# block 1

Block 1, sequential cells colored by netlist name:
Scale: 4 px per um. Other sequential cells in the stronger gray, the rest of the logic in the fainter gray.
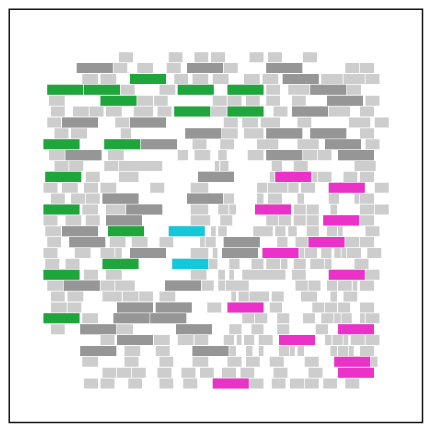
Block 1, routing congestion map:
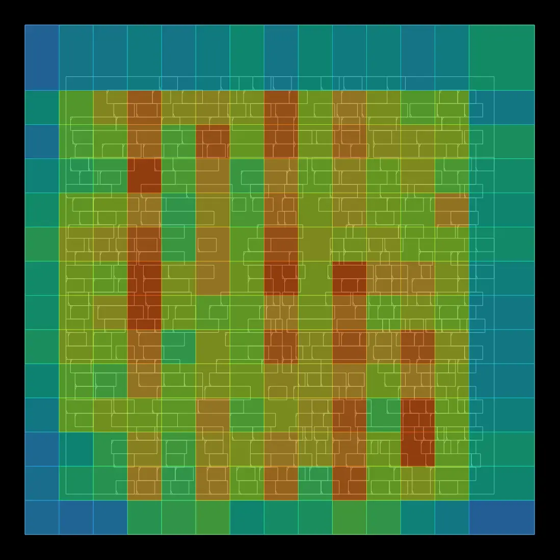
Block 1, a small window of the routed layout:
Region (65, 65) to (90, 90) um. Cells in gray, sequential cells in the stronger gray; small squares are vias.
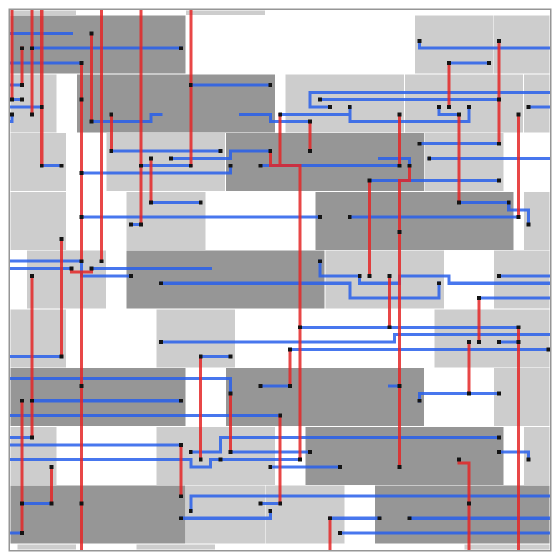
===== src/rtl/mem_arbiter.sv =====
// rtl/mem_arbiter.sv - round-robin two-port (instruction/data) arbiter in front of MainMemory
module mem_arbiter #(
  parameter int ADDR_WIDTH = 13,
  parameter int DATA_WIDTH = 16
) (
  input  logic                  clk,
  input  logic                  rst_n,
  input  logic                  IReq,
  input  logic [ADDR_WIDTH-1:0] IAddr,
  output logic                  IAck,
  output logic [DATA_WIDTH-1:0] IRData,
  input  logic                  DReq,
  input  logic                  DWe,
  input  logic [ADDR_WIDTH-1:0] DAddr,
  input  logic [DATA_WIDTH-1:0] DWData,
  output logic                  DAck,
  output logic [DATA_WIDTH-1:0] DRData,
  output logic                  MemWriteEnable,
  output logic [ADDR_WIDTH-1:0] MemAddress,
  output logic [DATA_WIDTH-1:0] MemData,
  input  logic [DATA_WIDTH-1:0] MemOutData,
  output logic                  Busy
);

  typedef enum logic [1:0] {IDLE, ISSUE, CAPTURE} state_t;

  state_t state;
  logic   last_grant;  // 1 = data port
  logic   grant_d;
  logic   grant_we;
  logic   i_req;
  logic   d_req;
  logic   pick_d;

  // A port being acknowledged this cycle is not eligible for a new grant.
  assign i_req  = IReq & ~IAck;
  assign d_req  = DReq & ~DAck;
  assign pick_d = d_req & (~i_req | ~last_grant);

  always_ff @(posedge clk or negedge rst_n) begin
    if (!rst_n) begin
      state          <= IDLE;
      last_grant     <= 1'b0;
      grant_d        <= 1'b0;
      grant_we       <= 1'b0;
      IAck           <= 1'b0;
      DAck           <= 1'b0;
      IRData         <= '0;
      DRData         <= '0;
      MemWriteEnable <= 1'b0;
      MemAddress     <= '0;
      MemData        <= '0;
      Busy           <= 1'b0;
    end else begin
      IAck <= 1'b0;
      DAck <= 1'b0;
      case (state)
        IDLE: begin
          MemWriteEnable <= 1'b0;
          if (i_req || d_req) begin
            last_grant <= pick_d;
            grant_d    <= pick_d;
            grant_we   <= pick_d & DWe;
            MemAddress <= pick_d ? DAddr : IAddr;
            if (pick_d && DWe) begin
              MemData        <= DWData;
              MemWriteEnable <= 1'b1;
            end
            state <= ISSUE;
            Busy  <= 1'b1;
          end
        end
        ISSUE: begin
          // Memory samples address/write at the end of this cycle.
          MemWriteEnable <= 1'b0;
          if (grant_we) begin
            DAck  <= 1'b1;
            state <= IDLE;
            Busy  <= 1'b0;
          end else begin
            state <= CAPTURE;
          end
        end
        CAPTURE: begin
          if (grant_d) begin
            DRData <= MemOutData;
            DAck   <= 1'b1;
          end else begin
            IRData <= MemOutData;
            IAck   <= 1'b1;
          end
          state <= IDLE;
          Busy  <= 1'b0;
        end
        default: begin
          MemWriteEnable <= 1'b0;
          state          <= IDLE;
          Busy           <= 1'b0;
        end
      endcase
    end
  end

endmodule


===== config.mk =====
export PLATFORM = sky130hd
export DESIGN_NAME = mem_arbiter
export DESIGN_NICKNAME = d
export VERILOG_FILES = /design/src/rtl/mem_arbiter.sv
export SDC_FILE = /design/constraint.sdc
export NUM_CORES = 1
export LEC_CHECK = 0
export CAP_MARGIN = 20
export CORE_MARGIN = 8
export CORE_UTILIZATION = 40
export CTS_CLUSTER_SIZE = 16
export DETAILED_ROUTE_END_ITERATION = 7
export PLACE_DENSITY_LB_ADDON = 0.1
export SLEW_MARGIN = 15
export SYNTH_ARGS = -nofsm -noshare
export SYNTH_HDL_FRONTEND = slang
export SYNTH_SLANG_ARGS = --single-unit
export TNS_END_PERCENT = 1

===== constraint.sdc =====
create_clock -name clk -period 4.87 [get_ports clk]
set_input_delay 0.7305 -clock clk [delete_from_list [all_inputs] [get_ports clk]]
set_output_delay 0.7305 -clock clk [all_outputs]
set_load 0.01 [all_outputs]

==> results.txt <==
The full implementation flow was run.

The area fraction in compound gates after synthesis stands at 10.8%. For reference, the most critical setup path is categorized as primary input to register. After detailed routing, the wire length on met1 is 3.45 mm. The number of antenna violations at the first check in global routing stands at 0.

The post-synthesis adder-cell area fraction stands at 1.24%. The vertical extent of the die stands at 103 um. By area, the combinational part of the netlist is dominated by multiplexers.

The delay of the slowest critical-path stage stands at 0.69 ns. The routability congestion estimate stands at 0.752. The critical path runs through a total of 6 cells. Grouping stages by cell kind, the critical path spends the most delay in buffers and inverters.

The run finished with clean final reports. The overall global routing resource usage stands at 15.4%. Global routing put the most usage on met2. The placed instance count stands at 438.

The share of synthesized registers carrying an async set or reset stands at 100%. The number of buffers inserted for hold repair after clock tree synthesis stands at 0. The number of global-route vias before repair came to 2396. For reference, the top cells by area after synthesis are dfrtp_1 (57%), mux2_2 (16%), and3b_1 (4.1%). The final layout report lists a non-clock inverter count of 16. The maximum operating frequency stands at 381 MHz. The area recorded from the Yosys report for this design is 0.00302 mm^2. The worst endpoint data arrival time stands at 2.85 ns. STA classifies the critical path endpoint as a register.
Notes on 'sequential cells colored by netlist name' of block 1 above:
[cyan] `state` | placed flops: 2
[green] `IRData` | placed flops: 16
[magenta] `MemAddress` | placed flops: 13
not colored: 38
final core area utilization: 63.0%
share of cell area taken by flip-flops and latches: 37.6%
sequential standard cell area: 0.00173 mm^2
power dissipated in sequential cells: 1020 uW

Notes on 'routing congestion map' of block 1 above:
GR Util met2: 23.2%
met1 GRT Util: 19.4%

Notes on 'a small window of the routed layout' of block 1 above:
[red] met2
[blue] met1
most frequent: clkdlybuf4s50_1 (12), dfrtp_1 (10), mux2_4 (6)
sequential cells in the window: 10
netlist names of flops here include: `MemData` (8), `DRData` (2)
cells with their middle in the window: 30

[per-stage QoR]
stage	setup WS, ns	instance area, um^2	utilization, %	hold slack [ns]	power, uW
6_report	2.24	4590	63.0	0.441	2930
5_1_grt	2.14	4590	63.0	0.508	3120
3_3_place_gp	1.68	4350	59.6	0.474	2390
2_1_floorplan	2.89	3020	-	0.435	1690
3_5_place_dp	1.63	4350	59.6	0.483	2420
4_1_cts	2.00	4580	62.8	0.463	2970
[report_power, final]
part           total [uW]  internal [uW]  switching, uW
registers            1020            862            154
clock network         537            317            220
logic                1380            834            545
total                2930           2010            918

# block 2

Block 2, sequential cells colored by netlist name:
Scale: 8 px per um. Other sequential cells in the stronger gray, the rest of the logic in the fainter gray.
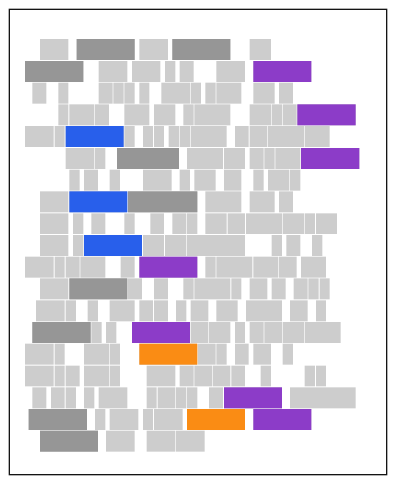
===== src/rtl/an_encoder_n13_pkg.sv =====
// Constants and state type shared by the AN-code encoder and decoder,
// so both sides always agree on A and the codeword width.
package an_pkg;
  localparam int AN_A      = 13;
  localparam int AN_A_W    = 4;
  localparam int AN_DATA_W = 3;
  localparam int AN_CW_W   = AN_DATA_W + AN_A_W;

  typedef enum logic [1:0] {IDLE, BUSY, DONE} an_enc_state_t;
endpackage


===== src/rtl/an_encoder_n13_if.sv =====
// Source/sink handshake bundle of the AN encoder: word in, codeword out.
interface an_encoder_n13_if #(
  parameter int DATA_W = an_pkg::AN_DATA_W,
  parameter int CW_W   = an_pkg::AN_CW_W
);
  logic              in_valid;
  logic              in_ready;
  logic [DATA_W-1:0] data;
  logic [CW_W-1:0]   inj_mask;
  logic              out_valid;
  logic              out_ready;
  logic [CW_W-1:0]   codeword;
  logic              busy;

  modport master (
    output in_valid, data, inj_mask, out_ready,
    input  in_ready, out_valid, codeword, busy
  );

  modport slave (
    input  in_valid, data, inj_mask, out_ready,
    output in_ready, out_valid, codeword, busy
  );
endinterface


===== src/rtl/an_encoder_n13.sv =====
// Sequential AN-code encoder: codeword = A*data built by shift-and-add,
// one data bit per cycle, with an optional XOR fault mask for decoder tests.
module an_encoder_n13
  import an_pkg::*;
#(
  parameter int DATA_W = AN_DATA_W,
  parameter int A      = AN_A,
  parameter int A_W    = AN_A_W,
  parameter int CW_W   = DATA_W + A_W
) (
  input  logic              clk,
  input  logic              rst,
  an_encoder_n13_if.slave   bus
);
  localparam int IDX_W = (DATA_W > 1) ? $clog2(DATA_W) : 1;

  an_enc_state_t     state_q, state_d;
  logic [CW_W-1:0]   acc_q,   acc_d;
  logic [IDX_W-1:0]  idx_q,   idx_d;
  logic [DATA_W-1:0] d_q,     d_d;
  logic [CW_W-1:0]   m_q,     m_d;

  logic [DATA_W-1:0] d_sh;
  logic [CW_W-1:0]   addend;

  // Partial product for the current bit: A shifted into place, or nothing.
  always_comb begin
    d_sh   = d_q >> idx_q;
    addend = d_sh[0] ? (CW_W'(A) << idx_q) : '0;
  end

  always_comb begin
    state_d = state_q;
    acc_d   = acc_q;
    idx_d   = idx_q;
    d_d     = d_q;
    m_d     = m_q;
    case (state_q)
      IDLE: begin
        if (bus.in_valid) begin
          d_d     = bus.data;
          m_d     = bus.inj_mask;
          acc_d   = '0;
          idx_d   = '0;
          state_d = BUSY;
        end
      end
      BUSY: begin
        acc_d = acc_q + addend;
        idx_d = idx_q + 1'b1;
        if (idx_q == IDX_W'(DATA_W - 1)) state_d = DONE;
      end
      DONE: begin
        if (bus.out_ready) state_d = IDLE;
      end
      default: state_d = IDLE;
    endcase
  end

  always_ff @(posedge clk) begin
    if (rst) begin
      state_q <= IDLE;
      acc_q   <= '0;
      idx_q   <= '0;
      d_q     <= '0;
      m_q     <= '0;
    end else begin
      state_q <= state_d;
      acc_q   <= acc_d;
      idx_q   <= idx_d;
      d_q     <= d_d;
      m_q     <= m_d;
    end
  end

  // Outputs decode registered state only; codeword is forced to 0 outside DONE.
  always_comb begin
    bus.in_ready  = (state_q == IDLE);
    bus.out_valid = (state_q == DONE);
    bus.busy      = (state_q != IDLE);
    bus.codeword  = (state_q == DONE) ? (acc_q ^ m_q) : '0;
  end
endmodule

===== src/flat_wrapper.sv =====
// flat-port wrapper written by rule: the top's interface ports become plain ports
module an_encoder_n13_flat import an_pkg::*;
#(
  parameter int DATA_W = AN_DATA_W,
  parameter int A      = AN_A,
  parameter int A_W    = AN_A_W,
  parameter int CW_W   = DATA_W + A_W
)
  (clk, rst, bus_in_valid, bus_data, bus_inj_mask, bus_out_ready, bus_in_ready, bus_out_valid, bus_codeword, bus_busy);
  an_encoder_n13_if #(.DATA_W(DATA_W), .CW_W(CW_W)) bus_i ();
  input  logic clk;
  input  logic rst;
  input wire logic [$bits(bus_i.in_valid)-1:0] bus_in_valid;
  input wire logic [$bits(bus_i.data)-1:0] bus_data;
  input wire logic [$bits(bus_i.inj_mask)-1:0] bus_inj_mask;
  input wire logic [$bits(bus_i.out_ready)-1:0] bus_out_ready;
  output wire logic [$bits(bus_i.in_ready)-1:0] bus_in_ready;
  output wire logic [$bits(bus_i.out_valid)-1:0] bus_out_valid;
  output wire logic [$bits(bus_i.codeword)-1:0] bus_codeword;
  output wire logic [$bits(bus_i.busy)-1:0] bus_busy;
  assign bus_i.in_valid = bus_in_valid;
  assign bus_i.data = bus_data;
  assign bus_i.inj_mask = bus_inj_mask;
  assign bus_i.out_ready = bus_out_ready;
  assign bus_in_ready = bus_i.in_ready;
  assign bus_out_valid = bus_i.out_valid;
  assign bus_codeword = bus_i.codeword;
  assign bus_busy = bus_i.busy;
  an_encoder_n13 #(.DATA_W(DATA_W), .A(A), .A_W(A_W), .CW_W(CW_W)) u_core (.clk(clk), .rst(rst), .bus(bus_i));
endmodule

===== config.mk =====
export PLATFORM = sky130hd
export DESIGN_NAME = an_encoder_n13_flat
export DESIGN_NICKNAME = d
export VERILOG_FILES = /design/src/rtl/an_encoder_n13_pkg.sv /design/src/rtl/an_encoder_n13_if.sv /design/src/rtl/an_encoder_n13.sv /design/src/flat_wrapper.sv
export SDC_FILE = /design/constraint.sdc
export NUM_CORES = 1
export LEC_CHECK = 0
export CORE_ASPECT_RATIO = 1.25
export CORE_MARGIN = 1.5
export CORE_UTILIZATION = 51
export CTS_CLUSTER_DIAMETER = 100
export DETAILED_ROUTE_END_ITERATION = 6
export GPL_ROUTABILITY_DRIVEN = 0
export PLACE_DENSITY = 0.79
export SLEW_MARGIN = 25
export SYNTH_ARGS = -nofsm -noshare
export SYNTH_HDL_FRONTEND = slang
export SYNTH_SLANG_ARGS = --single-unit

===== constraint.sdc =====
create_clock -name clk -period 2.65 [get_ports clk]
set_clock_uncertainty 0.2 [all_clocks]
set_input_delay 0.3975 -clock clk [delete_from_list [all_inputs] [get_ports clk]]
set_output_delay 0.3975 -clock clk [all_outputs]
set_load 0.03 [all_outputs]

==> results.txt <==
The full implementation flow was run.

The total iterations of the first detailed-routing run stands at 4. The run finished with clean final reports. Per the TritonCTS log, the buffer count is 3.

In the final layout, the fill cell count is 199. For this floorplan the total number of well-tap instances is 31. The final tally of max-slew violations stands at 0. The flip-flop and latch share of the layout cell area stands at 27.5%.

The number of top-level design ports stands at 24. The non-clock inverters instantiated in the layout total 9. The worst setup path is launched from a register.

According to the floorplan report, the total die area is 0.00272 mm^2. The delay of the slowest critical-path stage stands at 0.39 ns. Setup repair after global routing left no endpoint under its margin. The CTS H-tree depth stands at 1. The number of enable flip-flop cells stands at 0. The flip-flop and latch area stands at 425 um^2. For this run, global-route usage on met2 was measured as 35.4%. The global-route wire length before repair stands at 4.30 mm. By startpoint and endpoint, the worst setup path is classified as register to register. The worst endpoint data arrival time stands at 2.51 ns. The layout has 4 clock buffers. In the final layout, non-clock buffers account for 16.8% of the cell area. Combinational cells consume a total of 130 uW. STA reports a reg2reg setup slack of 0.16 ns.

For this run, the leading register cell type out of synthesis is dfxtp_1. For this design, the slowest cell found on the critical path is dfxtp_2. The critical path runs through a total of 10 cells. The number of buffers other than clock buffers in the final layout stands at 27. The final critical delay including setup and external delays stands at 2.49 ns.

The critical path starts at u_core.idx_q[0]$_SDFFE_PP0P_.
Notes on 'sequential cells colored by netlist name' of block 2 above:
[blue] `u_core.d_q` | placed flops: 3
[purple] `u_core.acc_q` | placed flops: 7
[orange] `u_core.state_q` | placed flops: 2

==> flip-flops by register name (all words and copies together), names as in the netlist <==
| signal | cells |
|---|---|
| u_core.acc_q | 7 |
| u_core.d_q | 3 |
| u_core.idx_q | 2 |
| u_core.m_q | 7 |
| u_core.state_q | 2 |
==> cells by family (layout without fill, tap and decap cells) <==
logic type	count (synthesis)	count (layout)	synth area share, %
AND/OR/NAND/NOR	71	71	25.7
AND-OR/OR-AND	34	34	16.2
flip-flops	21	21	34.1
buffers and inverters	16	40	5.07
adder cells (fa/ha/maj)	11	11	11.8
XOR/XNOR	9	9	6.39
multiplexers	1	1	0.811

# block 3

## src/rtl/key_event_gen_pkg.sv

```systemverilog
// ---------------------------------------------------------------------------
// key_event_gen_pkg
// Purpose : Shared definitions for the push-button event generator.
//           - Default values for the sample divider, the debounce length and
//             the long-press length.
//           - Per-channel FSM state encoding.
//           - Helper that sizes a counter from the largest value it must hold.
// Ports   : none (package)
// ---------------------------------------------------------------------------
package key_event_gen_pkg;

    localparam int DEF_SAMPLE_DIV   = 250000;  // 5 ms sample period at 50 MHz
    localparam int DEF_STABLE_COUNT = 4;       // agreeing samples per level change
    localparam int DEF_LONG_COUNT   = 200;     // held samples before a long press

    typedef enum logic [2:0] {
        IDLE        = 3'd0,
        DEB_PRESS   = 3'd1,
        HELD        = 3'd2,
        LONG_HELD   = 3'd3,
        DEB_RELEASE = 3'd4
    } key_state_e;

    // Bits needed to represent 0..max_val, never less than one.
    function automatic int cnt_width(input int max_val);
        return (max_val < 2) ? 1 : $clog2(max_val + 1);
    endfunction

endpackage

```

## src/rtl/key_event_gen_channel.sv

```systemverilog
// ---------------------------------------------------------------------------
// key_event_channel
// Purpose : One push-button channel: two-flop synchronizer, debounce FSM,
//           hold counter and registered event pulses.
// Ports   : i_clk      system clock
//           i_rst_n    asynchronous active-low reset
//           i_tick     one-cycle sample strobe shared by all channels
//           i_key      raw key level (asynchronous, 1 = pressed)
//           o_level    debounced level
//           o_press    one-cycle pulse on accepted press
//           o_release  one-cycle pulse on accepted release
//           o_long     one-cycle pulse once per press after the long hold
// ---------------------------------------------------------------------------
module key_event_channel
    import key_event_gen_pkg::*;
#(
    parameter int STABLE_COUNT = DEF_STABLE_COUNT,
    parameter int LONG_COUNT   = DEF_LONG_COUNT
) (
    input  logic i_clk,
    input  logic i_rst_n,
    input  logic i_tick,
    input  logic i_key,
    output logic o_level,
    output logic o_press,
    output logic o_release,
    output logic o_long
);

    localparam int                 DEB_W     = cnt_width(STABLE_COUNT);
    localparam int                 HOLD_W    = cnt_width(LONG_COUNT);
    localparam logic [DEB_W-1:0]   DEB_ONE   = DEB_W'(1);
    localparam logic [DEB_W-1:0]   DEB_DONE  = DEB_W'(STABLE_COUNT);
    localparam logic [HOLD_W-1:0]  HOLD_DONE = HOLD_W'(LONG_COUNT);

    logic              r_key_meta, r_key_sync;
    key_state_e        r_state, w_state_next;
    logic [DEB_W-1:0]  r_deb_cnt, w_deb_next, w_deb_inc;
    logic [HOLD_W-1:0] r_hold_cnt, w_hold_next, w_hold_inc;
    logic              r_long_done, w_long_done_next;
    logic              r_level, w_level_next;
    logic              r_press, w_press_next;
    logic              r_release, w_release_next;
    logic              r_long, w_long_next;
    logic              w_accept_press, w_start_release, w_finish_release;

    assign w_deb_inc  = r_deb_cnt + DEB_ONE;
    // Hold counter saturates at the long-press threshold so it can never wrap.
    assign w_hold_inc = (r_hold_cnt >= HOLD_DONE) ? r_hold_cnt : r_hold_cnt + 1'b1;

    always_comb begin
        w_state_next     = r_state;
        w_deb_next       = r_deb_cnt;
        w_hold_next      = r_hold_cnt;
        w_long_done_next = r_long_done;
        w_level_next     = r_level;
        w_press_next     = 1'b0;
        w_release_next   = 1'b0;
        w_long_next      = 1'b0;
        w_accept_press   = 1'b0;
        w_start_release  = 1'b0;
        w_finish_release = 1'b0;

        if (i_tick) begin
            case (r_state)
                IDLE: begin
                    if (r_key_sync) begin
                        if (STABLE_COUNT <= 1) begin
                            w_accept_press = 1'b1;
                        end else begin
                            w_state_next = DEB_PRESS;
                            w_deb_next   = DEB_ONE;
                        end
                    end
                end
                DEB_PRESS: begin
                    if (!r_key_sync) begin
                        w_state_next = IDLE;
                        w_deb_next   = '0;
                    end else if (w_deb_inc == DEB_DONE) begin
                        w_accept_press = 1'b1;
                    end else begin
                        w_deb_next = w_deb_inc;
                    end
                end
                HELD: begin
                    w_hold_next = w_hold_inc;
                    if (!r_key_sync) begin
                        w_start_release = 1'b1;
                    end else if (w_hold_inc >= HOLD_DONE) begin
                        w_state_next     = LONG_HELD;
                        w_long_next      = 1'b1;
                        w_long_done_next = 1'b1;
                    end
                end
                LONG_HELD: begin
                    w_hold_next = w_hold_inc;
                    if (!r_key_sync) begin
                        w_start_release = 1'b1;
                    end
                end
                DEB_RELEASE: begin
                    // Hold time keeps running through a release glitch so the
                    // long-press point stays anchored to the original press.
                    w_hold_next = w_hold_inc;
                    if (r_key_sync) begin
                        w_deb_next = '0;
                        if (r_long_done) begin
                            w_state_next = LONG_HELD;
                        end else if (w_hold_inc >= HOLD_DONE) begin
                            w_state_next     = LONG_HELD;
                            w_long_next      = 1'b1;
                            w_long_done_next = 1'b1;
                        end else begin
                            w_state_next = HELD;
                        end
                    end else if (w_deb_inc == DEB_DONE) begin
                        w_finish_release = 1'b1;
                    end else begin
                        w_deb_next = w_deb_inc;
                    end
                end
                default: begin
                    w_state_next = IDLE;
                end
            endcase
        end

        if (w_accept_press) begin
            w_state_next = HELD;
            w_level_next = 1'b1;
            w_press_next = 1'b1;
            w_deb_next   = '0;
            w_hold_next  = '0;
        end

        if (w_start_release) begin
            if (STABLE_COUNT <= 1) begin
                w_finish_release = 1'b1;
            end else begin
                w_state_next = DEB_RELEASE;
                w_deb_next   = DEB_ONE;
            end
        end

        if (w_finish_release) begin
            w_state_next     = IDLE;
            w_level_next     = 1'b0;
            w_release_next   = 1'b1;
            w_deb_next       = '0;
            w_hold_next      = '0;
            w_long_done_next = 1'b0;
        end
    end

    always_ff @(posedge i_clk or negedge i_rst_n) begin
        if (!i_rst_n) begin
            r_key_meta  <= 1'b0;
            r_key_sync  <= 1'b0;
            r_state     <= IDLE;
            r_deb_cnt   <= '0;
            r_hold_cnt  <= '0;
            r_long_done <= 1'b0;
            r_level     <= 1'b0;
            r_press     <= 1'b0;
            r_release   <= 1'b0;
            r_long      <= 1'b0;
        end else begin
            r_key_meta  <= i_key;
            r_key_sync  <= r_key_meta;
            r_state     <= w_state_next;
            r_deb_cnt   <= w_deb_next;
            r_hold_cnt  <= w_hold_next;
            r_long_done <= w_long_done_next;
            r_level     <= w_level_next;
            r_press     <= w_press_next;
            r_release   <= w_release_next;
            r_long      <= w_long_next;
        end
    end

    assign o_level   = r_level;
    assign o_press   = r_press;
    assign o_release = r_release;
    assign o_long    = r_long;

endmodule

```

## src/rtl/key_event_gen.sv

```systemverilog
// ---------------------------------------------------------------------------
// key_event_gen
// Purpose : Two-channel push-button debouncer / event generator. A shared
//           divider produces the sample tick; each key bit has its own
//           key_event_channel.
// Ports   : Sys_CLK      system clock
//           Sys_RST      asynchronous active-low reset
//           Key[1:0]     raw key levels, 1 = pressed
//           Key_Level    debounced levels
//           Key_Press    one-cycle press pulses
//           Key_Release  one-cycle release pulses
//           Key_Long     one-cycle long-press pulses
// ---------------------------------------------------------------------------
module key_event_gen
    import key_event_gen_pkg::*;
#(
    parameter int SAMPLE_DIV   = DEF_SAMPLE_DIV,
    parameter int STABLE_COUNT = DEF_STABLE_COUNT,
    parameter int LONG_COUNT   = DEF_LONG_COUNT
) (
    input  logic       Sys_CLK,
    input  logic       Sys_RST,
    input  logic [1:0] Key,
    output logic [1:0] Key_Level,
    output logic [1:0] Key_Press,
    output logic [1:0] Key_Release,
    output logic [1:0] Key_Long
);

    localparam int                TICK_W    = cnt_width(SAMPLE_DIV - 1);
    localparam logic [TICK_W-1:0] TICK_LAST = TICK_W'(SAMPLE_DIV - 1);

    logic [TICK_W-1:0] r_tick_cnt;
    logic              w_tick;

    assign w_tick = (r_tick_cnt == TICK_LAST);

    always_ff @(posedge Sys_CLK or negedge Sys_RST) begin
        if (!Sys_RST) begin
            r_tick_cnt <= '0;
        end else if (w_tick) begin
            r_tick_cnt <= '0;
        end else begin
            r_tick_cnt <= r_tick_cnt + 1'b1;
        end
    end

    generate
        for (genvar gi = 0; gi < 2; gi++) begin : g_chan
            key_event_channel #(
                .STABLE_COUNT (STABLE_COUNT),
                .LONG_COUNT   (LONG_COUNT)
            ) u_chan (
                .i_clk     (Sys_CLK),
                .i_rst_n   (Sys_RST),
                .i_tick    (w_tick),
                .i_key     (Key[gi]),
                .o_level   (Key_Level[gi]),
                .o_press   (Key_Press[gi]),
                .o_release (Key_Release[gi]),
                .o_long    (Key_Long[gi])
            );
        end
    endgenerate

endmodule

```

## config.mk

```make
export PLATFORM = sky130hd
export DESIGN_NAME = key_event_gen
export DESIGN_NICKNAME = d
export VERILOG_FILES = /design/src/rtl/key_event_gen_pkg.sv /design/src/rtl/key_event_gen_channel.sv /design/src/rtl/key_event_gen.sv
export SDC_FILE = /design/constraint.sdc
export NUM_CORES = 1
export LEC_CHECK = 0
export CAP_MARGIN = 20
export CELL_PAD_IN_SITES_DETAIL_PLACEMENT = 0
export CELL_PAD_IN_SITES_GLOBAL_PLACEMENT = 1
export CORE_ASPECT_RATIO = 1.2
export CORE_UTILIZATION = 42
export CTS_CLUSTER_SIZE = 20
export DETAILED_ROUTE_END_ITERATION = 12
export PLACE_DENSITY = 0.82
export SYNTH_ARGS = -nofsm -noshare
export SYNTH_HDL_FRONTEND = slang
export SYNTH_SLANG_ARGS = --single-unit
```

## constraint.sdc

```tcl
create_clock -name Sys_CLK -period 2.84 [get_ports Sys_CLK]
set_input_delay 0.568 -clock Sys_CLK [delete_from_list [all_inputs] [get_ports Sys_CLK]]
set_output_delay 0.568 -clock Sys_CLK [all_outputs]
set_load 0.02 [all_outputs]
```

Block 3, a small window of the routed layout:
Region (53, 66) to (78, 91) um. Cells in gray, sequential cells in the stronger gray; small squares are vias.
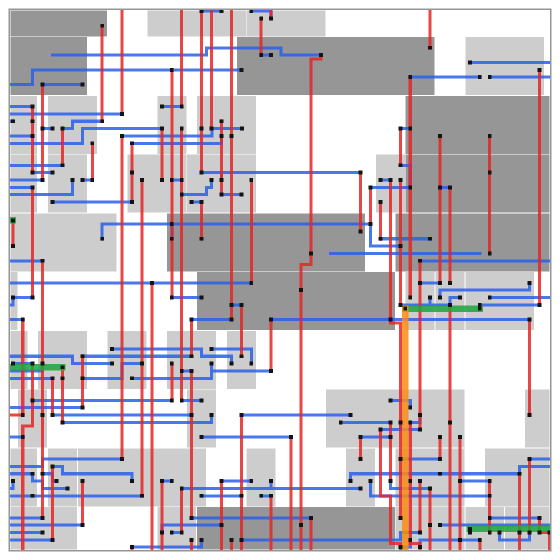
[red] met2
[green] met3
[blue] met1
[orange] met4
netlist names of flops here include: `g_chan.u_chan.r_hold_cnt` (4), `g_chan.u_chan.r_deb_cnt` (2)
most frequent: nor2_1 (7), dfrtp_1 (7)
sequential cells in the window: 7
cells with their middle in the window: 40

Block 3, gate-type map:
Scale: 3 px per um.
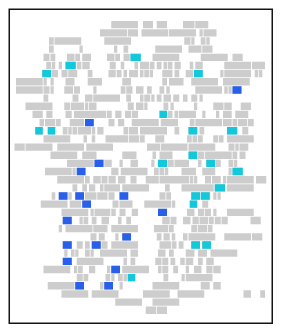
[blue] XOR/XNOR gates | cells: 17
[cyan] AND-OR and OR-AND gates | cells: 20

==> results.txt <==
The full implementation flow was run.

Per the post-synthesis report, the number of cells in the design is 395. The met3 routing resource usage after global routing stands at 4.13%. Yosys stat counts 395 cells in the synthesized netlist.

Summed over all routing layers, the global router reports a total usage of 19.4%. The synthesized design spends more area on one cell type than any other, namely dfrtp_1. At the worst endpoint, the arrival time is 2.73 ns.

The final report gives the standard cell area, fillers excluded, as 0.00407 mm^2. Summing the areas of all and, or, nand and nor instances in the mapped netlist gives 24.8% of the synthesized area. The internal power contribution stands at 1350 uW. In this run the deepest clock path goes through 2 buffers. The met3 wirelength from detailed routing stands at 308 um. The largest fanout on the critical path stands at 8. Setup repair after global routing left no endpoint under its margin.

In this run the power density over the cells is 419 mW/mm^2. For this run, the chip area from Yosys synthesis comes to 0.00365 mm^2. From left edge to right edge, the die measures 87.1 um. The number of warnings printed during yosys synthesis stands at 0. The register area share after synthesis stands at 41.1%. The run finished with clean final reports. According to the timing report, the critical path is captured at g_chan[1].u_chan.r_hold_cnt[5]$_DFFE_PN0P_.
==> final cells by class <==
| class | instances | area (um^2) |
|---|---|---|
| fillers | 842 | 4220 |
| multi-input cells | 289 | 1940 |
| flip-flops and latches | 60 | 1500 |
| repair buffers | 23 | 195 |
| well taps | 114 | 143 |
| clock buffers | 9 | 124 |
| inverters | 22 | 82.6 |
| clock inverters | 6 | 80.1 |
==> through the flow <==
stage	setup WS [ns]	hold WS, ns	cells
final	0.324	0.351	523
after global routing	0.163	0.362	523
after CTS	0.303	0.352	523
after detailed placement	0.323	0.337	508
after global placement	0.346	0.333	508
after floorplan	0.500	0.272	395


==> screenshots <==
The metal 1 layer.
Plate I
Scale: 3 px per um.
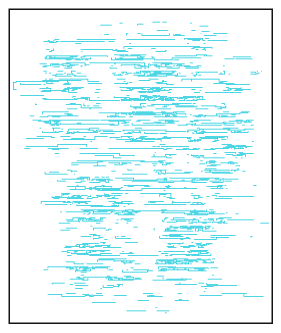
Plate II
Scale: 4 px per um.
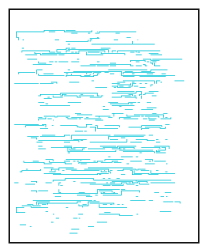
Plate III
Scale: 3 px per um.
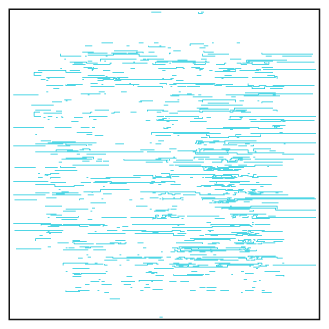
Of these, smallest die: Plate II
- Plate I = block 3
- Plate III = block 1
- Plate II = block 2

No activity file was given, so power comes from the tool's default toggle rates.
